# ---- block 1 ----
Fig. 1: block 1, nets reached from selected ports
Drawn at 2 px/um.
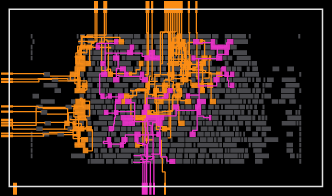
$ cat src/rtl/cp0_unit.sv
// Coprocessor-0 exception/interrupt controller sitting at the M stage.
// Holds SR, Cause, EPC and PrID. Serves mfc0 reads and mtc0 writes, handles
// eret, and raises IntReq so the pipeline flushes and fetch jumps to ExcPC.
module cp0_unit #(
  parameter logic [31:0] PRID      = 32'h0000_2019,
  parameter logic [31:0] EXC_ENTRY = 32'h0000_4180
) (
  input  logic        clk,
  input  logic        reset,
  input  logic [4:0]  A1,
  input  logic [4:0]  A2,
  input  logic [31:0] DIn,
  input  logic        WE,
  input  logic [31:0] PC,
  input  logic        BD_in,
  input  logic [4:0]  ExcCode_in,
  input  logic [5:0]  HWInt,
  input  logic        EXLClr,
  output logic [31:0] DOut,
  output logic [31:0] EPC_out,
  output logic [31:0] ExcPC,
  output logic        IntReq
);

  localparam logic [4:0] REG_SR    = 5'd12;
  localparam logic [4:0] REG_CAUSE = 5'd13;
  localparam logic [4:0] REG_EPC   = 5'd14;
  localparam logic [4:0] REG_PRID  = 5'd15;

  // SR fields
  logic [5:0]  im;
  logic        exl;
  logic        ie;
  // Cause fields
  logic        bd;
  logic [5:0]  ip;
  logic [4:0]  exc_code;
  // EPC, bits [1:0] are kept at zero on every write path
  logic [31:0] epc;

  logic        int_req;
  logic        exc_req;
  logic [31:0] sr_word;
  logic [31:0] cause_word;

  // Return address of the victim: a delay-slot victim restarts at its branch.
  // Wraps modulo 2^32 and is forced word-aligned.
  function automatic logic [31:0] victim_epc(input logic [31:0] pc,
                                             input logic        in_slot);
    logic [31:0] ret;
    ret = in_slot ? (pc - 32'd4) : pc;
    return ret & ~32'h3;
  endfunction

  assign sr_word    = {16'b0, im, 8'b0, exl, ie};
  assign cause_word = {bd, 15'b0, ip, 3'b0, exc_code, 2'b0};

  // Request decode; EXL masks both sources so handlers never nest
  always_comb begin
    int_req = (|(HWInt & im)) & ie & ~exl;
    exc_req = (ExcCode_in != 5'd0) & ~exl;
    IntReq  = int_req | exc_req;
  end

  // mfc0 read port, shows state before any write landing this cycle
  always_comb begin
    DOut = 32'd0;
    case (A1)
      REG_SR:    DOut = sr_word;
      REG_CAUSE: DOut = cause_word;
      REG_EPC:   DOut = epc;
      REG_PRID:  DOut = PRID;
      default:   DOut = 32'd0;
    endcase
  end

  assign EPC_out = epc;
  assign ExcPC   = EXC_ENTRY;

  // State update: exception entry beats eret, eret beats plain mtc0;
  // IP samples the interrupt lines every cycle regardless.
  always_ff @(posedge clk) begin
    if (!reset) begin
      im       <= 6'd0;
      exl      <= 1'b0;
      ie       <= 1'b0;
      bd       <= 1'b0;
      ip       <= 6'd0;
      exc_code <= 5'd0;
      epc      <= 32'd0;
    end else begin
      ip <= HWInt;
      if (IntReq) begin
        // Victim is flushed, so its mtc0 and eret never take effect
        exl      <= 1'b1;
        exc_code <= int_req ? 5'd0 : ExcCode_in;
        bd       <= BD_in;
        epc      <= victim_epc(PC, BD_in);
      end else begin
        if (EXLClr) exl <= 1'b0;
        if (WE) begin
          case (A2)
            REG_SR: begin
              im <= DIn[15:10];
              ie <= DIn[0];
              // eret keeps EXL cleared even when SR is rewritten alongside it
              if (!EXLClr) exl <= DIn[1];
            end
            REG_EPC: epc <= DIn & ~32'h3;
            default: ;
          endcase
        end
      end
    end
  end

endmodule

$ cat config.mk
export PLATFORM = sky130hd
export DESIGN_NAME = cp0_unit
export DESIGN_NICKNAME = d
export VERILOG_FILES = /design/src/rtl/cp0_unit.sv
export SDC_FILE = /design/constraint.sdc
export NUM_CORES = 1
export LEC_CHECK = 0
export CORE_ASPECT_RATIO = 0.5
export CORE_MARGIN = 10
export CORE_UTILIZATION = 42
export DETAILED_ROUTE_END_ITERATION = 10
export PLACE_DENSITY = 0.93
export SLEW_MARGIN = 20
export SYNTH_ARGS = -nofsm -noshare
export SYNTH_HDL_FRONTEND = slang
export SYNTH_SLANG_ARGS = --single-unit
$ cat constraint.sdc
create_clock -name clk -period 2.6 [get_ports clk]
set_input_delay 0.52 -clock clk [delete_from_list [all_inputs] [get_ports clk]]
set_output_delay 0.52 -clock clk [all_outputs]
set_load 0.05 [all_outputs]
==> run notes <==
run metrics: Tool Warnings=29, met2 Use GR=0.409, layout cell share with drive strength beyond 1=0.164, Area leader share=0.258, Synth-to-Final Area Change=57.6%, FILL cells=around 560, Comb area share=0.401, Synth cell types=between 40 and 50, status=completed, vias per cell=approximately 6.4, H-Tree Depth=2, cell row count=24, critical path depth=5, I/O pin count=roughly 190, placed cell count=about 770, Final Non-Filler Cells=between 700 and 800, startpoint type of the worst setup path=input pin, Logic inverters=35, Yosys warning count=0, flop2flop setup slack=approximately 0.48 ns, logic gate share of total power=0.348, FP Util=0.437, met1 usage=0.271, Async SR Flop Fraction=0, Top cell excl fill/tap=clkdlybuf4s50_1, peak supply drop=between 300 and 400 uV, core area=slightly below 9000 um^2, kind of critical path=input pin to output port
Notes on Fig. 1 above:
colour	port	bits	direction	end cells	wire
magenta	A2	5	input	63	663 um
orange	PC	32	input	81	2170 um

-- what timing repair did --
item                                   CTS  global route
setup endpoints to repair                1            22
endpoints found under the hold margin    0             0
cloned                                   0             1
setup buffers                            0             0
gates resized                            1             8
-- flip-flops by register name (all words and copies together) (netlist names) --
signal / flops
im: 6
ie: 1
EPC_out: 30
ip: 6
exc_code: 5
exl: 1
bd: 1
-- logic make-up after synthesis --
group	count (synthesis)	synth area share
simple gates	188	0.306
compound gates	124	0.221
buf+inv	122	0.154
flops	50	0.258
mux	12	0.0310
xor+xnor	11	0.0249
other cells	2	0.00194
fa+ha+maj	1	0.00323

# ---- block 2 ----
`src/rtl/fast_pixel_pos.sv`:
```
// Raster-scan pixel sequencer for the FAST datapath: issues SRAM2 reads in raster order
// and the matching SRAM4 writes one cycle later to cover the SRAM read latency.
module fast_pixel_pos #(
  parameter int X_MAX = 5,
  parameter int Y_MAX = 5,
  localparam int XW = $clog2(X_MAX),
  localparam int YW = $clog2(Y_MAX)
) (
  input  logic          clk,
  input  logic          n_rst,
  input  logic [7:0]    SRAM_in,
  input  logic          start,
  input  logic          new_trans,
  output logic          read_SRAM2,
  output logic [XW-1:0] x_addr,
  output logic [YW-1:0] y_addr,
  output logic          write_SRAM4,
  output logic [XW-1:0] x_addr4,
  output logic [YW-1:0] y_addr4
);

  typedef enum logic [2:0] {IDLE, ARMED, SCAN, FLUSH, DONE} state_t;

  state_t        r_state;
  logic [XW-1:0] r_x;
  logic [YW-1:0] r_y;
  logic          r_rd;
  logic [XW-1:0] r_xa;
  logic [YW-1:0] r_ya;
  logic          r_wr;
  logic [XW-1:0] r_xa4;
  logic [YW-1:0] r_ya4;

  // SRAM_in feeds SRAM4 externally and plays no part in sequencing.
  logic w_unused;
  assign w_unused = ^SRAM_in;

  always_ff @(posedge clk or posedge n_rst) begin
    if (n_rst) begin
      r_state <= IDLE;
      r_x     <= '0;
      r_y     <= '0;
      r_rd    <= 1'b0;
      r_xa    <= '0;
      r_ya    <= '0;
      r_wr    <= 1'b0;
      r_xa4   <= '0;
      r_ya4   <= '0;
    end else begin
      // The write stage always advances, even on the edge that re-arms a new transaction.
      r_wr <= r_rd;
      if (r_rd) begin
        r_xa4 <= r_xa;
        r_ya4 <= r_ya;
      end
      r_rd <= 1'b0;
      r_xa <= r_x;
      r_ya <= r_y;
      if (new_trans) begin
        r_state <= ARMED;
        r_x     <= '0;
        r_y     <= '0;
        r_xa    <= '0;
        r_ya    <= '0;
      end else begin
        case (r_state)
          ARMED: begin
            if (start) r_state <= SCAN;
          end
          SCAN: begin
            if (start) begin
              r_rd <= 1'b1;
              if (r_x == XW'(X_MAX - 1)) begin
                r_x <= '0;
                if (r_y == YW'(Y_MAX - 1)) begin
                  r_y     <= '0;
                  r_state <= FLUSH;
                end else begin
                  r_y <= r_y + 1'b1;
                end
              end else begin
                r_x <= r_x + 1'b1;
              end
            end
          end
          FLUSH: r_state <= DONE;
          default: r_state <= r_state;
        endcase
      end
    end
  end

  assign read_SRAM2  = r_rd;
  assign x_addr      = r_xa;
  assign y_addr      = r_ya;
  assign write_SRAM4 = r_wr;
  assign x_addr4     = r_xa4;
  assign y_addr4     = r_ya4;

endmodule

```
`config.mk`:
```
export PLATFORM = sky130hd
export DESIGN_NAME = fast_pixel_pos
export DESIGN_NICKNAME = d
export VERILOG_FILES = /design/src/rtl/fast_pixel_pos.sv
export SDC_FILE = /design/constraint.sdc
export NUM_CORES = 1
export LEC_CHECK = 0
export CORE_MARGIN = 5
export CORE_UTILIZATION = 42
export CTS_CLUSTER_SIZE = 14
export DETAILED_ROUTE_END_ITERATION = 8
export GPL_TIMING_DRIVEN = 1
export HOLD_SLACK_MARGIN = 0.02
export PLACE_DENSITY = 0.73
export REMOVE_ABC_BUFFERS = 1
export SYNTH_ARGS = -nofsm -noshare
export SYNTH_HDL_FRONTEND = slang
export SYNTH_SLANG_ARGS = --single-unit
```
`constraint.sdc`:
```
create_clock -name clk -period 1.4 [get_ports clk]
set_input_delay 0.21 -clock clk [delete_from_list [all_inputs] [get_ports clk]]
set_output_delay 0.21 -clock clk [all_outputs]
set_load 0.01 [all_outputs]
```
Fig. 2: block 2, local utilization
Drawn at 6 px/um. The die is cut into 12 by 12 equal tiles; dark blue is low, red is high, 0 to 100% covered.
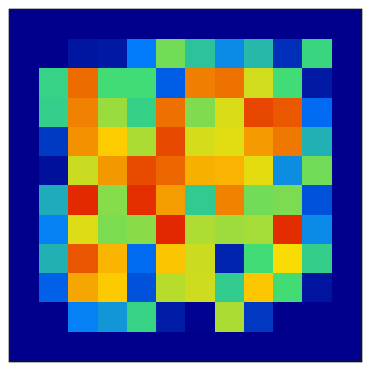
emptiest ninth of the die	bottom right
nearly empty tiles	34%
densest ninth of the die	middle
fullest tile	96%

==> run notes <==
run metrics: status=completed, I/O pin count=26, met3 Track Usage GR=0.0197, crit path cell chain=and4bb_4 > and3_4 > mux2_4, Simple-Gate Area Share=0.137, initial antenna violation count=0, most frequent cells in the layout=dfrtp_1, dlygate4sd2_1, buf_4, Comb area share=0.299, overall power=between 1 and 1.5 mW, non-clk buf share=0.190, FP Util=0.441, Logic inverters=7, Clock Sinks=23, Seq. cell area=around 580 um^2, Seq. pwr=~0.68 mW, gr busiest metal=met2, nonclk buf count=29, clock share of power=0.282, number of routed nets with antenna violations=0, peak supply drop=613 uV, crit-path max cell delay=about 0.4 ns, Yosys warning count=0, pins over their slew limit=0, final clock skew=0.000850 ns, worst reg-to-reg path cell count=3, die y size=roughly 58 um, relative slew slack=0.807, crit path buf inv count=0, largest power group=sequential cells
[registers in the layout (all words and copies together) (netlist names)]
| signal | cells |
|---|---|
| y_addr | 3 |
| y_addr4 | 3 |
| read_SRAM2 | 1 |
| r_state | 3 |
| x_addr | 3 |
| r_y | 3 |
| r_x | 3 |
| write_SRAM4 | 1 |
| x_addr4 | 3 |
[timing repair]
item | in CTS | in global routing
resized | 13 | 4
setup endpoints to repair | 13 | 3
pin swaps | 0 | 0

# ---- block 3 ----
Fig. 3: block 3, nets reached from selected ports
Drawn at 4 px/um.
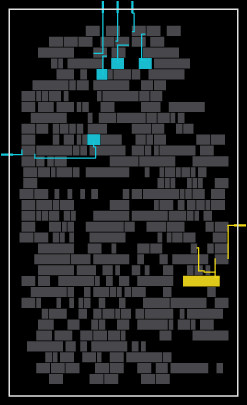
===== config.mk =====
export PLATFORM = sky130hd
export DESIGN_NAME = rtc_set_ctrl
export DESIGN_NICKNAME = d
export VERILOG_FILES = /design/src/rtl/rtc_pkg.sv /design/src/rtl/rtc_bcd_inc.sv /design/src/rtl/rtc_set_ctrl.sv
export SDC_FILE = /design/constraint.sdc
export NUM_CORES = 1
export LEC_CHECK = 0
export CORE_ASPECT_RATIO = 1.75
export CORE_MARGIN = 2
export CORE_UTILIZATION = 45
export CTS_CLUSTER_SIZE = 10
export DETAILED_ROUTE_END_ITERATION = 7
export GPL_TIMING_DRIVEN = 1
export PLACE_DENSITY = 0.76
export SYNTH_ARGS = -nofsm -noshare
export SYNTH_HDL_FRONTEND = slang
export SYNTH_SLANG_ARGS = --single-unit

===== constraint.sdc =====
create_clock -name i_clk -period 2.7 [get_ports i_clk]
set_input_delay 0.405 -clock i_clk [delete_from_list [all_inputs] [get_ports i_clk]]
set_output_delay 0.405 -clock i_clk [all_outputs]
set_load 0.05 [all_outputs]

===== src/rtl/rtc_pkg.sv =====
// Shared types and constants for the RTC time-setting controller:
// FSM states, field-select encodings and BCD field limits.
package rtc_pkg;

  typedef enum logic [2:0] {
    ST_RUN     = 3'd0,
    ST_SET_HR  = 3'd1,
    ST_SET_MIN = 3'd2,
    ST_SET_SEC = 3'd3,
    ST_COMMIT  = 3'd4
  } state_t;

  localparam logic [1:0] FS_NONE = 2'b00;
  localparam logic [1:0] FS_HR   = 2'b01;
  localparam logic [1:0] FS_MIN  = 2'b10;
  localparam logic [1:0] FS_SEC  = 2'b11;

  localparam logic [3:0] HR_MAX_M = 4'd2;
  localparam logic [3:0] HR_MAX_L = 4'd3;
  localparam logic [3:0] MS_MAX_M = 4'd5;
  localparam logic [3:0] MS_MAX_L = 4'd9;

endpackage


===== src/rtl/rtc_bcd_inc.sv =====
// Two-digit BCD incrementer with wrap to 00 at or above the field maximum;
// a captured value with a non-decimal low digit also wraps to 00.
module rtc_bcd_inc
  import rtc_pkg::*;
#(
  parameter logic [3:0] MAX_M = MS_MAX_M,
  parameter logic [3:0] MAX_L = MS_MAX_L
) (
  input  logic [3:0] i_m,
  input  logic [3:0] i_l,
  output logic [3:0] o_m,
  output logic [3:0] o_l
);

  logic w_wrap;

  // Next BCD value of the field
  always_comb begin
    w_wrap = ({i_m, i_l} >= {MAX_M, MAX_L}) || (i_l > 4'd9);
    if (w_wrap) begin
      o_m = 4'd0;
      o_l = 4'd0;
    end else if (i_l == 4'd9) begin
      o_m = i_m + 4'd1;
      o_l = 4'd0;
    end else begin
      o_m = i_m;
      o_l = i_l + 4'd1;
    end
  end

endmodule


===== src/rtl/rtc_set_ctrl.sv =====
// RTC time-setting controller: button edge detect, edit FSM, shadow time
// registers with BCD stepping, tick gating, commit load pulse and blink.
module rtc_set_ctrl
  import rtc_pkg::*;
#(
  parameter int BLINK_TICKS = 50
) (
  input  logic       i_clk,
  input  logic       i_rst_n,
  input  logic       i_tick_in,
  input  logic       i_btn_mode,
  input  logic       i_btn_inc,
  input  logic [3:0] i_cur_hrm,
  input  logic [3:0] i_cur_hrl,
  input  logic [3:0] i_cur_minm,
  input  logic [3:0] i_cur_minl,
  input  logic [3:0] i_cur_secm,
  input  logic [3:0] i_cur_secl,
  output logic       o_tick_out,
  output logic       o_load,
  output logic [3:0] o_ld_hrm,
  output logic [3:0] o_ld_hrl,
  output logic [3:0] o_ld_minm,
  output logic [3:0] o_ld_minl,
  output logic [3:0] o_ld_secm,
  output logic [3:0] o_ld_secl,
  output logic       o_set_active,
  output logic [1:0] o_field_sel,
  output logic       o_blink
);

  localparam int CNT_W = (BLINK_TICKS > 1) ? $clog2(BLINK_TICKS) : 1;
  localparam logic [CNT_W-1:0] CNT_LAST = CNT_W'(BLINK_TICKS - 1);

  logic             r_mode_prev, r_inc_prev;
  logic             w_mode_edge, w_inc_edge;
  state_t           r_state, w_state_nxt;
  logic             w_capture, w_inc_hr, w_inc_min, w_inc_sec;
  logic             w_set_active;
  logic [3:0]       r_hrm, r_hrl, r_minm, r_minl, r_secm, r_secl;
  logic [3:0]       w_hrm_inc, w_hrl_inc, w_minm_inc, w_minl_inc, w_secm_inc, w_secl_inc;
  logic [CNT_W-1:0] r_blink_cnt;
  logic             r_blink;

  assign w_mode_edge = i_btn_mode & ~r_mode_prev;
  assign w_inc_edge  = i_btn_inc & ~r_inc_prev;

  // Previous button levels; reset high so a button held through reset is not an edge
  always_ff @(posedge i_clk or negedge i_rst_n) begin
    if (!i_rst_n) begin
      r_mode_prev <= 1'b1;
      r_inc_prev  <= 1'b1;
    end else begin
      r_mode_prev <= i_btn_mode;
      r_inc_prev  <= i_btn_inc;
    end
  end

  // State register
  always_ff @(posedge i_clk or negedge i_rst_n) begin
    if (!i_rst_n) begin
      r_state <= ST_RUN;
    end else begin
      r_state <= w_state_nxt;
    end
  end

  // Next state and shadow update strobes; a mode edge always beats an inc edge
  always_comb begin
    w_state_nxt = r_state;
    w_capture   = 1'b0;
    w_inc_hr    = 1'b0;
    w_inc_min   = 1'b0;
    w_inc_sec   = 1'b0;
    case (r_state)
      ST_RUN: begin
        if (w_mode_edge) begin
          w_capture   = 1'b1;
          w_state_nxt = ST_SET_HR;
        end else begin
          w_state_nxt = ST_RUN;
        end
      end
      ST_SET_HR: begin
        if (w_mode_edge) begin
          w_state_nxt = ST_SET_MIN;
        end else if (w_inc_edge) begin
          w_inc_hr = 1'b1;
        end else begin
          w_state_nxt = ST_SET_HR;
        end
      end
      ST_SET_MIN: begin
        if (w_mode_edge) begin
          w_state_nxt = ST_SET_SEC;
        end else if (w_inc_edge) begin
          w_inc_min = 1'b1;
        end else begin
          w_state_nxt = ST_SET_MIN;
        end
      end
      ST_SET_SEC: begin
        if (w_mode_edge) begin
          w_state_nxt = ST_COMMIT;
        end else if (w_inc_edge) begin
          w_inc_sec = 1'b1;
        end else begin
          w_state_nxt = ST_SET_SEC;
        end
      end
      ST_COMMIT: w_state_nxt = ST_RUN;
      default:   w_state_nxt = ST_RUN;
    endcase
  end

  rtc_bcd_inc #(.MAX_M(HR_MAX_M), .MAX_L(HR_MAX_L)) u_inc_hr (
    .i_m(r_hrm), .i_l(r_hrl), .o_m(w_hrm_inc), .o_l(w_hrl_inc)
  );
  rtc_bcd_inc #(.MAX_M(MS_MAX_M), .MAX_L(MS_MAX_L)) u_inc_min (
    .i_m(r_minm), .i_l(r_minl), .o_m(w_minm_inc), .o_l(w_minl_inc)
  );
  rtc_bcd_inc #(.MAX_M(MS_MAX_M), .MAX_L(MS_MAX_L)) u_inc_sec (
    .i_m(r_secm), .i_l(r_secl), .o_m(w_secm_inc), .o_l(w_secl_inc)
  );

  // Shadow time: capture live time on entry to edit, then step the selected field
  always_ff @(posedge i_clk or negedge i_rst_n) begin
    if (!i_rst_n) begin
      {r_hrm, r_hrl, r_minm, r_minl, r_secm, r_secl} <= 24'h000000;
    end else if (w_capture) begin
      {r_hrm, r_hrl, r_minm, r_minl, r_secm, r_secl} <=
        {i_cur_hrm, i_cur_hrl, i_cur_minm, i_cur_minl, i_cur_secm, i_cur_secl};
    end else if (w_inc_hr) begin
      {r_hrm, r_hrl} <= {w_hrm_inc, w_hrl_inc};
    end else if (w_inc_min) begin
      {r_minm, r_minl} <= {w_minm_inc, w_minl_inc};
    end else if (w_inc_sec) begin
      {r_secm, r_secl} <= {w_secm_inc, w_secl_inc};
    end
  end

  assign w_set_active = (r_state == ST_SET_HR) || (r_state == ST_SET_MIN) ||
                        (r_state == ST_SET_SEC);

  // Blink phase: restarts visible on every state change
  always_ff @(posedge i_clk or negedge i_rst_n) begin
    if (!i_rst_n) begin
      r_blink_cnt <= '0;
      r_blink     <= 1'b0;
    end else if (w_state_nxt != r_state) begin
      r_blink_cnt <= '0;
      r_blink     <= 1'b0;
    end else if (w_set_active && i_tick_in) begin
      if (r_blink_cnt == CNT_LAST) begin
        r_blink_cnt <= '0;
        r_blink     <= ~r_blink;
      end else begin
        r_blink_cnt <= r_blink_cnt + CNT_W'(1);
      end
    end
  end

  // Field select decoded from the state register
  always_comb begin
    o_field_sel = FS_NONE;
    case (r_state)
      ST_SET_HR:  o_field_sel = FS_HR;
      ST_SET_MIN: o_field_sel = FS_MIN;
      ST_SET_SEC: o_field_sel = FS_SEC;
      default:    o_field_sel = FS_NONE;
    endcase
  end

  assign o_tick_out   = i_tick_in & (r_state == ST_RUN);
  assign o_load       = (r_state == ST_COMMIT);
  assign o_set_active = w_set_active;
  assign o_blink      = r_blink;
  assign o_ld_hrm     = r_hrm;
  assign o_ld_hrl     = r_hrl;
  assign o_ld_minm    = r_minm;
  assign o_ld_minl    = r_minl;
  assign o_ld_secm    = r_secm;
  assign o_ld_secl    = r_secl;

endmodule


==> run notes <==
run metrics: status=completed, Port Buffers=slightly below 60, FA/HA/MAJ Cells, Area Fraction=0.0457, DRT met1 WL=between 2000 and 2500 um, Synth cell types=about 59, final worst-path cycle share=0.916, kind of critical path=flop to output port, Combinational Area=~1200 um^2, crit path DAT=between 2 and 2.5 ns, max cap viols=0, placed cell area=approximately 2800 um^2, Power Dens Cells=between 1000 and 1500 nW/um^2, Vias=approximately 1900, peak supply drop=a little under 800 uV, ClkCell Share=0.0431, TritonRoute pass-1 iters=4, WL met2=around 2600 um, Pleak=1.23 nW, most frequent cells in the layout=clkdlybuf4s50_1, dfrtp_1, nand2_1, startpoint type of the worst setup path=flop, Die Span X=roughly 57 um, yosys stat chip area=approximately 2200 um^2, worst slew pin tran=~0.80 ns, number of routed nets with antenna violations=0, Final WS setup=between 0.2 and 0.25 ns, initial antenna violation count=0, Seq share, synth=0.412, Yosys top cell by instances=dfrtp_1, Peak Freq=~0.40 GHz
About Fig. 3:
colour	port	bits	direction	end cells	wire
yellow	o_blink	1	output	1	26.8 um
cyan	i_cur_hrm	4	input	4	72.9 um

## state kept, by name, indices dropped and copies added, names as in the netlist
name	count
r_blink_cnt	6
o_ld_hrl	4
o_ld_hrm	4
o_ld_minl	4
o_ld_minm	4
o_ld_secl	4
o_ld_secm	4
r_state	3
o_blink	1
r_inc_prev	1
r_mode_prev	1
## per-layer routing
layer | vias up | GRT usage
met5 | - | 0
met4 | 0 | 0.0775
met3 | 8 | 0.0296
met2 | 49 | 0.342
met1 | 908 | 0.230
li1 | 949 | -

# ---- block 4 ----
===== config.mk =====
export PLATFORM = sky130hd
export DESIGN_NAME = rgb_led_top
export DESIGN_NICKNAME = d
export VERILOG_FILES = /design/src/rtl/rgb_led_top.sv
export SDC_FILE = /design/constraint.sdc
export NUM_CORES = 1
export LEC_CHECK = 0
export CORE_AREA = 10 10 47 49
export CTS_BUF_LIST = sky130_fd_sc_hd__clkbuf_16
export DETAILED_ROUTE_END_ITERATION = 7
export DIE_AREA = 0 0 57 59
export GPL_TIMING_DRIVEN = 1
export SLEW_MARGIN = 10
export SYNTH_ARGS = -nofsm -noshare
export SYNTH_HDL_FRONTEND = slang
export SYNTH_SLANG_ARGS = --single-unit

===== constraint.sdc =====
create_clock -name clk -period 1.4 [get_ports clk]
set_input_delay 0.42 -clock clk [delete_from_list [all_inputs] [get_ports clk]]
set_output_delay 0.42 -clock clk [all_outputs]
set_load 0.01 [all_outputs]

===== src/rtl/rgb_led_top.sv =====
// rtl/rgb_led_top.sv - single RGB LED colour stepper driven by one push-button, PWM dimmed
//
// Purpose:
//   Each press of the push-button advances the colour in the order
//   OFF -> RED -> GREEN -> BLUE -> WHITE -> OFF.
//   A free-running counter dims the lit channels.
//   The raw button goes through a two-flop synchroniser and then a rising-edge detector.
//   All I/O is pin-level.
//
// Optional feature:
//   DEBOUNCE_EN - when defined, a stable-level filter sits between the synchroniser and the edge
//                 detector. A level change must persist for DEBOUNCE_CYCLES consecutive clocks
//                 before the detector sees it.
//
// Parameters:
//   PWM_BITS        width of the free-running PWM counter (period = 2**PWM_BITS clocks)
//   PWM_DUTY        channels lit while pwm_cnt < PWM_DUTY
//   DEBOUNCE_CYCLES stable-sample count used by the DEBOUNCE_EN filter (1..255)
//
// Ports:
//   clk     in   system clock, rising edge
//   reset   in   synchronous, active-high reset
//   button  in   raw push-button, active-high, asynchronous to clk
//   red     out  red LED channel, active-high
//   green   out  green LED channel, active-high
//   blue    out  blue LED channel, active-high

module rgb_led_top #(
    parameter int unsigned PWM_BITS        = 4,
    parameter int unsigned PWM_DUTY        = 8,
    parameter int unsigned DEBOUNCE_CYCLES = 4
) (
    input  logic clk,
    input  logic reset,
    input  logic button,
    output logic red,
    output logic green,
    output logic blue
);

    typedef enum logic [2:0] {
        ST_OFF   = 3'd0,
        ST_RED   = 3'd1,
        ST_GREEN = 3'd2,
        ST_BLUE  = 3'd3,
        ST_WHITE = 3'd4
    } colour_t;

    // The debounce counter is 8 bits wide, so the threshold must fit in it and be non-zero.
    if (DEBOUNCE_CYCLES < 1 || DEBOUNCE_CYCLES > 255) begin : g_bad_debounce_cycles
        $error("rgb_led_top: DEBOUNCE_CYCLES must be in 1..255");
    end

    // ------------------------------------------------------------------
    // Button synchroniser
    // ------------------------------------------------------------------
    logic s1;
    logic s2;

    always_ff @(posedge clk) begin
        if (reset) begin
            s1 <= 1'b0;
            s2 <= 1'b0;
        end else begin
            s1 <= button;
            s2 <= s1;
        end
    end

    // ------------------------------------------------------------------
    // Optional stable-level filter
    // ------------------------------------------------------------------
    logic filtered;

`ifdef DEBOUNCE_EN
    logic       level;
    logic [7:0] db_cnt;

    // db_cnt counts consecutive clocks on which s2 disagrees with the accepted level.
    // Any agreeing clock clears it, so a glitch shorter than the threshold never flips the level.
    always_ff @(posedge clk) begin
        if (reset) begin
            level  <= 1'b0;
            db_cnt <= 8'd0;
        end else if (s2 != level) begin
            if (db_cnt + 8'd1 == 8'(DEBOUNCE_CYCLES)) begin
                level  <= s2;
                db_cnt <= 8'd0;
            end else begin
                db_cnt <= db_cnt + 8'd1;
            end
        end else begin
            db_cnt <= 8'd0;
        end
    end

    assign filtered = level;
`else
    assign filtered = s2;
`endif

    // ------------------------------------------------------------------
    // Rising-edge detector: one-cycle press pulse per low-to-high transition
    // ------------------------------------------------------------------
    logic filtered_q;
    logic press;

    always_ff @(posedge clk) begin
        if (reset) begin
            filtered_q <= 1'b0;
        end else begin
            filtered_q <= filtered;
        end
    end

    assign press = filtered & ~filtered_q;

    // ------------------------------------------------------------------
    // Free-running PWM counter
    // ------------------------------------------------------------------
    logic [PWM_BITS-1:0] pwm_cnt;
    logic                pwm_on;

    always_ff @(posedge clk) begin
        if (reset) begin
            pwm_cnt <= '0;
        end else begin
            pwm_cnt <= pwm_cnt + 1'b1;
        end
    end

    // The compare is done at 32 bits, so PWM_DUTY >= 2**PWM_BITS yields "always lit".
    assign pwm_on = (32'(pwm_cnt) < PWM_DUTY);

    // ------------------------------------------------------------------
    // Colour state machine
    // ------------------------------------------------------------------
    colour_t state;
    colour_t state_next;
    logic    r;
    logic    g;
    logic    b;

    always_ff @(posedge clk) begin
        if (reset) begin
            state <= ST_OFF;
        end else begin
            state <= state_next;
        end
    end

    always_comb begin
        state_next = state;
        r          = 1'b0;
        g          = 1'b0;
        b          = 1'b0;
        case (state)
            ST_OFF: begin
                if (press) state_next = ST_RED;
            end
            ST_RED: begin
                r = 1'b1;
                if (press) state_next = ST_GREEN;
            end
            ST_GREEN: begin
                g = 1'b1;
                if (press) state_next = ST_BLUE;
            end
            ST_BLUE: begin
                b = 1'b1;
                if (press) state_next = ST_WHITE;
            end
            ST_WHITE: begin
                r = 1'b1;
                g = 1'b1;
                b = 1'b1;
                if (press) state_next = ST_OFF;
            end
            // Codes 5-7 cannot be reached normally.
            // If an upset lands here, recover to OFF on the next edge.
            default: begin
                state_next = ST_OFF;
            end
        endcase
    end

    // ------------------------------------------------------------------
    // Pin outputs
    // ------------------------------------------------------------------
    assign red   = r & pwm_on;
    assign green = g & pwm_on;
    assign blue  = b & pwm_on;

endmodule


Fig. 4: block 4, clock wires, drivers and flops
Drawn at 6 px/um.
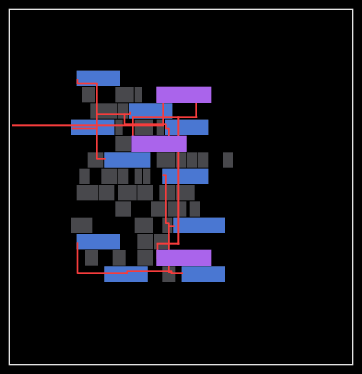
[red] clock wires | length: 161 um
[purple] clock drivers | count: 3
[blue] flip-flops | count: 10
routed clock nets	4

==> run notes <==
run metrics: Placer Congestion=0.714, status=complete, but fails checks, Port Buffers=5, Simple-Gate Area Share=0.259, min Tclk post-route=about 1.5 ns, Setup crit end kind=output port, pins over their slew limit=0, Multiplexer share=0, max cap viols=0, peak supply drop=630 uV, Final setup viols=2, hpwl dp=around 480 um, Final WS setup=-0.0557 ns, switching share of total power=0.177, Logic inverters=0, Reg-to-Reg End=state[2], Synth cell types=16, setup tns final=-0.0799 ns, FA/HA/MAJ Cells, Area Fraction=0.0324, failing checks=negative setup slack, Area leader share=0.518, final hold slack=around 0.44 ns, Final Non-Filler Cells=~68, Async SR Flop Fraction=0, area fraction in compound gates=0.0324, Biggest register=pwm_cnt, CTS max path bufs=2, crit path from=state[0], FILL cells=143
Fig. 5: block 4, metal 3
Drawn at 8 px/um. Cells faint in the background.
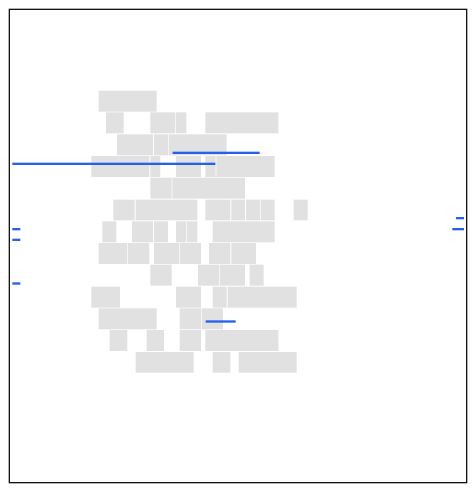
wire length on this layer	43.0 um
main direction	horizontal

what timing repair did:
item                                    4_1_cts  5_1_grt
resized                                      17        1
endpoints found under the setup margin        3        3
cloned                                        0        0
pin swaps                                     0        2
setup buffers                                 0        1
worst max-delay path, cell delays in order, from the launching register on:
cell and delay, ns:
dfxtp_4 0.35, nor2_1 0.08, nand2_1 0.07, a21oi_1 0.15, buf_2 0.15
kinds of logic after synthesis:
logic type	count (synthesis)
and+or+nand+nor	18
adders and majority gates	1
DFF	10
buffers and inverters	2
xor gates and xnor gates	6
AOI/OAI and AO/OA	2

# ---- block 5 ----
$ cat config.mk
export PLATFORM = sky130hd
export DESIGN_NAME = zerocross_detector_v2
export DESIGN_NICKNAME = d
export VERILOG_FILES = /design/src/rtl/zerocross_detector_v2.sv
export SDC_FILE = /design/constraint.sdc
export NUM_CORES = 1
export LEC_CHECK = 0
export CAP_MARGIN = 10
export CORE_ASPECT_RATIO = 1.2
export CORE_MARGIN = 2
export CORE_UTILIZATION = 55
export CTS_CLUSTER_SIZE = 40
export DETAILED_ROUTE_END_ITERATION = 6
export PLACE_DENSITY = 0.81
export SLEW_MARGIN = 20
export SYNTH_ARGS = -nofsm -noshare
export SYNTH_HDL_FRONTEND = slang
export SYNTH_SLANG_ARGS = --single-unit
$ cat constraint.sdc
create_clock -name clk -period 9.1 [get_ports clk]
set_input_delay 1.82 -clock clk [delete_from_list [all_inputs] [get_ports clk]]
set_output_delay 1.82 -clock clk [all_outputs]
set_load 0.02 [all_outputs]
$ cat src/rtl/zerocross_detector_v2.sv
// Multi-channel zero-crossing detector with hysteresis, direction filter,
// post-event holdoff and a saturating event counter.
// Three register stages: input capture (p0), hysteresis chain (p1),
// filter/holdoff/count (output registers).
module zerocross_detector_v2 #(
   parameter int NUM_CHANNELS = 16,
   parameter int DATA_WIDTH   = 20,
   parameter int THRESH_WIDTH = 16,
   parameter int HOLD_WIDTH   = 8,
   parameter int CNT_WIDTH    = 32,
   localparam int IDX_W = (NUM_CHANNELS > 1) ? $clog2(NUM_CHANNELS) : 1
) (
   input  logic                               clk,
   input  logic                               rst,
   input  logic                               valid_in,
   input  logic [NUM_CHANNELS*DATA_WIDTH-1:0] diff_in,
   input  logic [1:0]                         mode,
   input  logic [THRESH_WIDTH-1:0]            hyst_thresh,
   input  logic [HOLD_WIDTH-1:0]              holdoff,
   input  logic                               clear,
   output logic [NUM_CHANNELS-1:0]            zero_mask,
   output logic [NUM_CHANNELS-1:0]            rise_mask,
   output logic [NUM_CHANNELS-1:0]            fall_mask,
   output logic                               any_event,
   output logic [IDX_W-1:0]                   first_idx,
   output logic [CNT_WIDTH-1:0]               event_count,
   output logic                               valid_out
);

   localparam int PC_W  = $clog2(NUM_CHANNELS + 1);
   localparam int SUM_W = ((CNT_WIDTH > PC_W) ? CNT_WIDTH : PC_W) + 1;

   // Number of set bits in a channel mask.
   function automatic logic [PC_W-1:0] popcount(input logic [NUM_CHANNELS-1:0] m);
      logic [PC_W-1:0] r;
      r = '0;
      for (int g = 0; g < NUM_CHANNELS; g++) r = r + PC_W'(m[g]);
      return r;
   endfunction

   // Counter add that sticks at all-ones instead of wrapping.
   function automatic logic [CNT_WIDTH-1:0] sat_add(input logic [CNT_WIDTH-1:0] a,
                                                     input logic [PC_W-1:0]      b);
      logic [SUM_W-1:0] s;
      logic [SUM_W-1:0] lim;
      s   = SUM_W'(a) + SUM_W'(b);
      lim = SUM_W'({CNT_WIDTH{1'b1}});
      if (s > lim) return {CNT_WIDTH{1'b1}};
      return s[CNT_WIDTH-1:0];
   endfunction

   // Index of the lowest set bit; 0 for an empty mask.
   function automatic logic [IDX_W-1:0] lowest_idx(input logic [NUM_CHANNELS-1:0] m);
      logic [IDX_W-1:0] r;
      r = '0;
      for (int g = NUM_CHANNELS - 1; g >= 0; g--) if (m[g]) r = IDX_W'(g);
      return r;
   endfunction

   // ---- stage p0: input capture ----
   logic                               vld_p0;
   logic [NUM_CHANNELS*DATA_WIDTH-1:0] data_p0;
   logic [1:0]                         mode_p0;
   logic [THRESH_WIDTH-1:0]            thresh_p0;
   logic [HOLD_WIDTH-1:0]              hold_p0;

   // Beat qualifier for the capture stage.
   always_ff @(posedge clk or posedge rst) begin
      if (rst) vld_p0 <= 1'b0;
      else     vld_p0 <= valid_in;
   end

   // Samples and per-beat controls travel together; no reset needed on data.
   always_ff @(posedge clk) begin
      data_p0   <= diff_in;
      mode_p0   <= mode;
      thresh_p0 <= hyst_thresh;
      hold_p0   <= holdoff;
   end

   // ---- stage p1: classification and hysteresis chain ----
   logic                           state_q;   // 1 = POS, 0 = NEG
   logic                           known_q;
   logic                           st_c, kn_c;
   logic [NUM_CHANNELS-1:0]        rise_c, fall_c;
   logic signed [DATA_WIDTH:0]     t_ext, neg_t, x_ext;
   logic [DATA_WIDTH-1:0]          s_raw;

   // Walk ch0 -> chN-1, seeded by the last state of the previous valid beat.
   always_comb begin
      st_c   = state_q;
      kn_c   = known_q;
      rise_c = '0;
      fall_c = '0;
      s_raw  = '0;
      x_ext  = '0;
      t_ext  = signed'((DATA_WIDTH + 1)'(thresh_p0));
      neg_t  = -t_ext;
      for (int g = 0; g < NUM_CHANNELS; g++) begin
         s_raw = data_p0[g*DATA_WIDTH +: DATA_WIDTH];
         x_ext = {s_raw[DATA_WIDTH-1], s_raw};
         if (x_ext > t_ext) begin
            if (kn_c && !st_c) rise_c[g] = 1'b1;
            st_c = 1'b1;
            kn_c = 1'b1;
         end else if (x_ext < neg_t) begin
            if (kn_c && st_c) fall_c[g] = 1'b1;
            st_c = 1'b0;
            kn_c = 1'b1;
         end
      end
   end

   // Hysteresis state advances only on valid beats, in every mode.
   always_ff @(posedge clk or posedge rst) begin
      if (rst) begin
         state_q <= 1'b0;
         known_q <= 1'b0;
      end else if (vld_p0) begin
         state_q <= st_c;
         known_q <= kn_c;
      end
   end

   logic                    vld_p1;
   logic [NUM_CHANNELS-1:0] rise_p1, fall_p1;
   logic [1:0]              mode_p1;
   logic [HOLD_WIDTH-1:0]   hold_p1;

   // Beat qualifier for the hysteresis stage.
   always_ff @(posedge clk or posedge rst) begin
      if (rst) vld_p1 <= 1'b0;
      else     vld_p1 <= vld_p0;
   end

   // Raw crossing masks plus the controls still needed downstream.
   always_ff @(posedge clk) begin
      rise_p1 <= rise_c;
      fall_p1 <= fall_c;
      mode_p1 <= mode_p0;
      hold_p1 <= hold_p0;
   end

   // ---- stage p2: direction filter, holdoff, counting ----
   logic [HOLD_WIDTH-1:0]   hold_cnt;
   logic                    suppress;
   logic [NUM_CHANNELS-1:0] rise_s, fall_s, zero_s;

   // mode[1] blocks rising edges, mode[0] blocks falling edges; holdoff blanks all.
   always_comb begin
      suppress = (hold_cnt != '0);
      rise_s   = (mode_p1[1] || suppress) ? '0 : rise_p1;
      fall_s   = (mode_p1[0] || suppress) ? '0 : fall_p1;
      zero_s   = rise_s | fall_s;
   end

   // Output registers; everything reads zero on idle cycles.
   always_ff @(posedge clk or posedge rst) begin
      if (rst) begin
         valid_out <= 1'b0;
         zero_mask <= '0;
         rise_mask <= '0;
         fall_mask <= '0;
         any_event <= 1'b0;
         first_idx <= '0;
      end else begin
         valid_out <= vld_p1;
         if (vld_p1) begin
            zero_mask <= zero_s;
            rise_mask <= rise_s;
            fall_mask <= fall_s;
            any_event <= |zero_s;
            first_idx <= lowest_idx(zero_s);
         end else begin
            zero_mask <= '0;
            rise_mask <= '0;
            fall_mask <= '0;
            any_event <= 1'b0;
            first_idx <= '0;
         end
      end
   end

   // Holdoff: count down on suppressed beats, reload from the beat that reported.
   always_ff @(posedge clk or posedge rst) begin
      if (rst) begin
         hold_cnt <= '0;
      end else if (clear) begin
         hold_cnt <= '0;
      end else if (vld_p1) begin
         if (suppress)        hold_cnt <= hold_cnt - HOLD_WIDTH'(1);
         else if (|zero_s)    hold_cnt <= hold_p1;
      end
   end

   // Saturating tally of reported crossings; clear wins over this beat's add.
   always_ff @(posedge clk or posedge rst) begin
      if (rst)         event_count <= '0;
      else if (clear)  event_count <= '0;
      else if (vld_p1) event_count <= sat_add(event_count, popcount(zero_s));
   end

endmodule
Fig. 6: block 5, clock wires, drivers and flops
Drawn at 1.5 px/um.
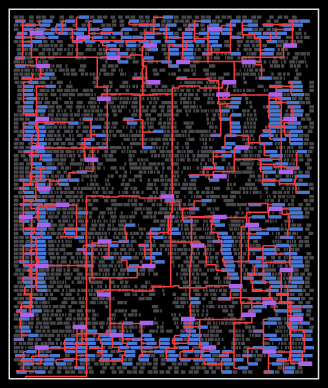
[purple] clock drivers | count: 48
[red] clock wires | length: 5570 um
[blue] flip-flops | count: 486
flops lie	all over the die

Fig. 7: block 5, met4 routing
Drawn at 1.5 px/um. Supply wires on this layer in grey.
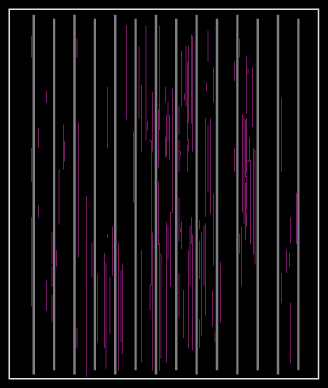
nets with wire on the layer	84
share of all routed wire	4.8%

==> run notes <==
run metrics: status=completed, Min-Delay Path Depth=0, DRT met1 WL=approximately 39000 um, top cells by area, synth=dfxtp_1, ha_1, dfrtp_1, Psw=about 1.8 mW, final worst-path cycle share=0.930, Combinational Area=between 15000 and 20000 um^2, Worst-path clk slew=around 0.060 ns, Mapped Avg Cell Area=10.0 um^2, worst slew pin tran=1.15 ns, flop count=486, net count after synthesis=3499, Peak Freq=0.118 GHz, initial antenna violation count=1, Hold WC Path Type=flop to flop, kind of cell adding the most delay to the critical path=simple AND/OR/NAND/NOR gates, Seq. pwr=about 2.4 mW, Comb area share=0.476, peak supply drop=approximately 190 uV, met1 usage=0.477, CP endpoint=event_count[27], ys flop type=dfxtp_1, min Tclk post-route=roughly 8.5 ns, clock share of power=0.339, # DRC=0, Die Span X=205 um, Yosys warning count=0, Post-CTS Hold Buffers=0, DR WL/cell=between 20 and 25 um
metrics by stage:
step                      setup WS (ns)  utilization  cells  cell area, um^2  power (mW)
after floorplan                    1.79            -   2661            26700        3.25
after global placement            0.776        0.663   3697            31800        3.76
after detailed placement          0.696        0.663   3697            31900        3.81
after CTS                         0.648        0.696   3782            33400        5.76
after global routing              0.128        0.696   3782            33400        6.02
final                             0.633        0.696   3784            33400        5.76
sequential cells by signal (all words and copies together) (netlist names), 16 cells and up:
signal	count
thresh_p0	16
fall_p1	16
rise_p1	16
rise_mask	16
fall_mask	16
data_p0	320
event_count	32
zero_mask	16

# ---- block 6 ----
Fig. 8: block 6, clock wires, drivers and flops
Drawn at 4 px/um.
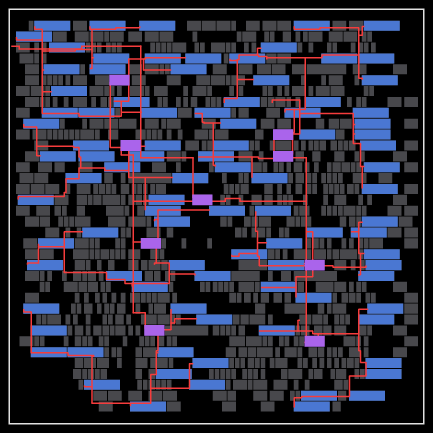
Fig. 9: block 6, nets reached from selected ports
Drawn at 3 px/um.
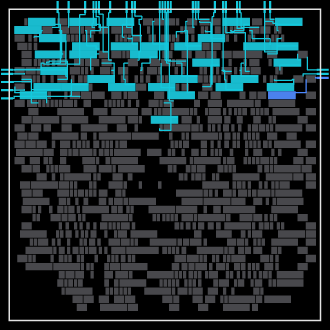
--- src/rtl/ALU_exception.sv ---
// Shared ALU exception encodings, trap-enable bit positions and the exported
// trap state used by the host register map.
package ALU_exception;

  typedef enum logic [1:0] {
    NO_EXCEPTION       = 2'd0,
    DIVISION_BY_ZERO   = 2'd1,
    INVALID_SHIFT_IMM  = 2'd2,
    INVALID_ENDIAN_IMM = 2'd3
  } alu_exc_e;

  localparam int TRAP_EN_DIV0   = 0;
  localparam int TRAP_EN_SHIFT  = 1;
  localparam int TRAP_EN_ENDIAN = 2;

  typedef enum logic [1:0] {
    ST_RUN     = 2'd0,
    ST_TRAP    = 2'd1,
    ST_RELEASE = 2'd2
  } trap_state_e;

endpackage

--- src/rtl/alu_exc_monitor_if.sv ---
// Retire-stage bus into the exception monitor, plus the monitor's state readback.
// Handshake: retire_valid qualifies every other retire field in the same cycle;
// there is no ready, because the monitor halts the core instead of back-pressuring.
interface alu_exc_monitor_if #(parameter int PC_W = 32);
  import ALU_exception::*;

  logic            retire_valid;
  logic [PC_W-1:0] retire_pc;
  logic [3:0]      retire_alu_ctrl;
  logic            retire_is32;
  alu_exc_e        arith_exc;
  trap_state_e     state_dbg;

  modport master (
    output retire_valid, retire_pc, retire_alu_ctrl, retire_is32, arith_exc,
    input  state_dbg
  );

  modport slave (
    input  retire_valid, retire_pc, retire_alu_ctrl, retire_is32, arith_exc,
    output state_dbg
  );
endinterface

--- src/rtl/sat_counter.sv ---
// Up-counter that sticks at all-ones; a clear in the same cycle as an
// increment wins.
module sat_counter #(
  parameter int CNT_W = 16
) (
  input  logic             clk,
  input  logic             rst,
  input  logic             inc,
  input  logic             clr,
  output logic [CNT_W-1:0] count
);

  logic [CNT_W-1:0] count_q, count_d;

  always_comb begin
    count_d = count_q;
    if (clr) begin
      count_d = '0;
    end else if (inc && (count_q != {CNT_W{1'b1}})) begin
      count_d = count_q + 1'b1;
    end
  end

  always_ff @(posedge clk or posedge rst) begin
    if (rst) begin
      count_q <= '0;
    end else begin
      count_q <= count_d;
    end
  end

  assign count = count_q;

endmodule

--- src/rtl/alu_exc_monitor.sv ---
// Retire-side ALU exception monitor: counts exceptions, captures the first
// enabled one, halts the core until the host acknowledges, then restarts.
module alu_exc_monitor
  import ALU_exception::*;
#(
  parameter int PC_W  = 32,
  parameter int CNT_W = 16
) (
  input  logic              clk,
  input  logic              rst,
  alu_exc_monitor_if.slave  rb,
  input  logic [2:0]        trap_en,
  input  logic              host_ack,
  input  logic              host_clear_cnt,
  output logic              core_halt,
  output logic              trap_valid,
  output logic [1:0]        trap_code,
  output logic [PC_W-1:0]   trap_pc,
  output logic [4:0]        trap_ctrl,
  output logic              irq,
  output logic [CNT_W-1:0]  cnt_div0,
  output logic [CNT_W-1:0]  cnt_shift,
  output logic [CNT_W-1:0]  cnt_endian,
  output logic              protocol_err
);

  trap_state_e     state_q, state_d;
  logic            halt_q, halt_d;
  logic            valid_q, valid_d;
  logic [1:0]      code_q, code_d;
  logic [PC_W-1:0] pc_q, pc_d;
  logic [4:0]      ctrl_q, ctrl_d;
  logic            irq_q, irq_d;
  logic            perr_q, perr_d;

  // arith_exc may hold stale values between instructions; only a retire in
  // RUN is allowed to look at it.
  logic retire_ok;
  logic inc_div0, inc_shift, inc_endian, trap_hit;

  assign retire_ok  = rb.retire_valid && (state_q == ST_RUN);
  assign inc_div0   = retire_ok && (rb.arith_exc == DIVISION_BY_ZERO);
  assign inc_shift  = retire_ok && (rb.arith_exc == INVALID_SHIFT_IMM);
  assign inc_endian = retire_ok && (rb.arith_exc == INVALID_ENDIAN_IMM);
  assign trap_hit   = (inc_div0   && trap_en[TRAP_EN_DIV0])
                   || (inc_shift  && trap_en[TRAP_EN_SHIFT])
                   || (inc_endian && trap_en[TRAP_EN_ENDIAN]);

  always_comb begin
    state_d = state_q;
    halt_d  = halt_q;
    valid_d = valid_q;
    code_d  = code_q;
    pc_d    = pc_q;
    ctrl_d  = ctrl_q;
    irq_d   = 1'b0;
    perr_d  = perr_q;
    case (state_q)
      ST_RUN: begin
        if (trap_hit) begin
          state_d = ST_TRAP;
          halt_d  = 1'b1;
          valid_d = 1'b1;
          irq_d   = 1'b1;
          code_d  = rb.arith_exc;
          pc_d    = rb.retire_pc;
          ctrl_d  = {rb.retire_is32, rb.retire_alu_ctrl};
        end
      end
      ST_TRAP: begin
        if (rb.retire_valid) perr_d = 1'b1;
        if (host_ack) begin
          state_d = ST_RELEASE;
          valid_d = 1'b0;
        end
      end
      ST_RELEASE: begin
        // One-cycle restart guard: the core stays halted one more cycle.
        if (rb.retire_valid) perr_d = 1'b1;
        state_d = ST_RUN;
        halt_d  = 1'b0;
      end
      default: begin
        state_d = ST_RUN;
        halt_d  = 1'b0;
        valid_d = 1'b0;
      end
    endcase
  end

  always_ff @(posedge clk or posedge rst) begin
    if (rst) begin
      state_q <= ST_RUN;
      halt_q  <= 1'b0;
      valid_q <= 1'b0;
      code_q  <= 2'd0;
      pc_q    <= '0;
      ctrl_q  <= 5'd0;
      irq_q   <= 1'b0;
      perr_q  <= 1'b0;
    end else begin
      state_q <= state_d;
      halt_q  <= halt_d;
      valid_q <= valid_d;
      code_q  <= code_d;
      pc_q    <= pc_d;
      ctrl_q  <= ctrl_d;
      irq_q   <= irq_d;
      perr_q  <= perr_d;
    end
  end

  sat_counter #(.CNT_W(CNT_W)) u_cnt_div0 (
    .clk(clk), .rst(rst), .inc(inc_div0), .clr(host_clear_cnt), .count(cnt_div0)
  );
  sat_counter #(.CNT_W(CNT_W)) u_cnt_shift (
    .clk(clk), .rst(rst), .inc(inc_shift), .clr(host_clear_cnt), .count(cnt_shift)
  );
  sat_counter #(.CNT_W(CNT_W)) u_cnt_endian (
    .clk(clk), .rst(rst), .inc(inc_endian), .clr(host_clear_cnt), .count(cnt_endian)
  );

  assign rb.state_dbg   = state_q;
  assign core_halt      = halt_q;
  assign trap_valid     = valid_q;
  assign trap_code      = code_q;
  assign trap_pc        = pc_q;
  assign trap_ctrl      = ctrl_q;
  assign irq            = irq_q;
  assign protocol_err   = perr_q;

endmodule

--- src/flat_wrapper.sv ---
// flat-port wrapper written by rule: the top's interface ports become plain ports
module alu_exc_monitor_flat import ALU_exception::*;
#(
  parameter int PC_W  = 32,
  parameter int CNT_W = 16
)
  (clk, rst, trap_en, host_ack, host_clear_cnt, core_halt, trap_valid, trap_code, trap_pc, trap_ctrl, irq, cnt_div0, cnt_shift, cnt_endian, protocol_err, rb_retire_valid, rb_retire_pc, rb_retire_alu_ctrl, rb_retire_is32, rb_arith_exc, rb_state_dbg);
  alu_exc_monitor_if #(.PC_W(PC_W)) rb_i ();
  input  logic clk;
  input  logic rst;
  input  logic [2:0] trap_en;
  input  logic host_ack;
  input  logic host_clear_cnt;
  output logic core_halt;
  output logic trap_valid;
  output logic [1:0] trap_code;
  output logic [PC_W-1:0] trap_pc;
  output logic [4:0] trap_ctrl;
  output logic irq;
  output logic [CNT_W-1:0] cnt_div0;
  output logic [CNT_W-1:0] cnt_shift;
  output logic [CNT_W-1:0] cnt_endian;
  output logic protocol_err;
  input wire logic [$bits(rb_i.retire_valid)-1:0] rb_retire_valid;
  input wire logic [$bits(rb_i.retire_pc)-1:0] rb_retire_pc;
  input wire logic [$bits(rb_i.retire_alu_ctrl)-1:0] rb_retire_alu_ctrl;
  input wire logic [$bits(rb_i.retire_is32)-1:0] rb_retire_is32;
  input wire logic [$bits(rb_i.arith_exc)-1:0] rb_arith_exc;
  output wire logic [$bits(rb_i.state_dbg)-1:0] rb_state_dbg;
  assign rb_i.retire_valid = rb_retire_valid;
  assign rb_i.retire_pc = rb_retire_pc;
  assign rb_i.retire_alu_ctrl = rb_retire_alu_ctrl;
  assign rb_i.retire_is32 = rb_retire_is32;
  assign rb_i.arith_exc = rb_arith_exc;
  assign rb_state_dbg = rb_i.state_dbg;
  alu_exc_monitor #(.PC_W(PC_W), .CNT_W(CNT_W)) u_core (.clk(clk), .rst(rst), .rb(rb_i), .trap_en(trap_en), .host_ack(host_ack), .host_clear_cnt(host_clear_cnt), .core_halt(core_halt), .trap_valid(trap_valid), .trap_code(trap_code), .trap_pc(trap_pc), .trap_ctrl(trap_ctrl), .irq(irq), .cnt_div0(cnt_div0), .cnt_shift(cnt_shift), .cnt_endian(cnt_endian), .protocol_err(protocol_err));
endmodule
--- config.mk ---
export PLATFORM = sky130hd
export DESIGN_NAME = alu_exc_monitor_flat
export DESIGN_NICKNAME = d
export VERILOG_FILES = /design/src/rtl/ALU_exception.sv /design/src/rtl/alu_exc_monitor_if.sv /design/src/rtl/sat_counter.sv /design/src/rtl/alu_exc_monitor.sv /design/src/flat_wrapper.sv
export SDC_FILE = /design/constraint.sdc
export NUM_CORES = 1
export LEC_CHECK = 0
export ABC_AREA = 1
export CORE_UTILIZATION = 48
export DETAILED_ROUTE_END_ITERATION = 10
export GPL_TIMING_DRIVEN = 0
export PLACE_DENSITY_LB_ADDON = 0.15
export SETUP_SLACK_MARGIN = 0.15
export SYNTH_ARGS = -nofsm -noshare
export SYNTH_HDL_FRONTEND = slang
export SYNTH_SLANG_ARGS = --single-unit
--- constraint.sdc ---
create_clock -name clk -period 4.45 [get_ports clk]
set_clock_uncertainty 0.05 [all_clocks]
set_input_delay 1.335 -clock clk [delete_from_list [all_inputs] [get_ports clk]]
set_output_delay 1.335 -clock clk [all_outputs]
set_load 0.05 [all_outputs]
==> run notes <==
run metrics: status=completed, FF-to-FF Start=u_core.rb.state_dbg[1], Seq share, synth=0.473, die area=between 10000 and 15000 um^2, met1 usage=0.326, met3 wire length=~580 um, flop2flop setup slack=2.32 ns, cells after synthesis=634, Post-CTS Hold Buffers=0, Reg-to-Reg End=u_core.trap_pc[25], die y size=103 um, Final nets=about 840, tapcell count=133, DRT met1 WL=~5500 um, Peak Freq=about 0.33 GHz, Vias=roughly 4600, gr busiest metal=met2, Final Non-Filler Cells=between 900 and 1000, top cells by area, synth=dfrtp_1, nand2_1, nor2_1, Placer Congestion=slightly below 0.9, top cell category=logic gates, gr ovfl total=0, Final Util=0.684, vias in the first global route=about 4200
## Picture notes: Fig. 8
[red] clock wires | length: 1120 um
[purple] clock drivers | count: 9
[blue] flip-flops | count: 93
routed clock nets	10
flops lie	all over the die

## Picture notes: Fig. 9
colour	port	bits	direction	end cells	wire
blue	irq	1	output	1	9.00 um
cyan	trap_pc	32	output	32	858 um

==> worst register-to-register path, cell delays in order, from the launching register on <==
cell	delay, ns
dfrtp_1	0.44
inv_1	0.16
ha_1	0.26
nand2_2	0.14
nor2_4	0.22
nand2_1	0.13
nand3_2	0.18
inv_2	0.13
buf_4	0.20
nand2_1	0.07
nand2_1	0.06
==> power by group <==
group | total [mW] | internal (mW) | switching [mW]
combinational | 1.46 | 0.472 | 0.993
clock | 0.689 | 0.376 | 0.313
sequential | 1.14 | 1.03 | 0.113


==> layout pictures side by side <==
Routing congestion map.
picture 1
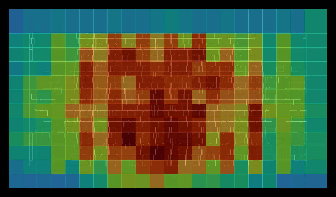
picture 2
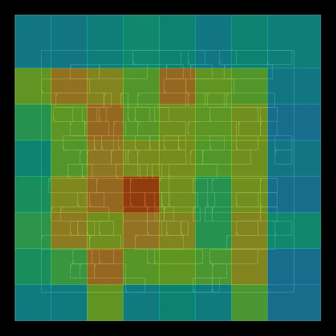
picture 3
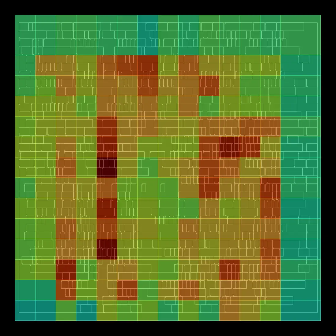
picture 4
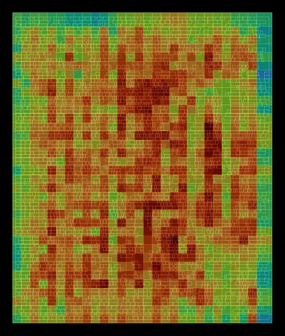
picture 5
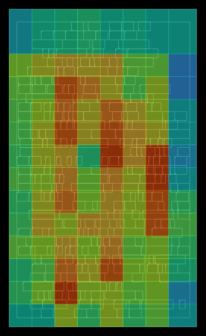
picture 1 -> block 1
picture 2 -> block 2
picture 4 -> block 5
picture 3 -> block 6
picture 5 -> block 3
Of these, highest track usage: picture 4
Of these, lowest track usage: picture 2

Power is estimated from default activity; no workload was simulated.
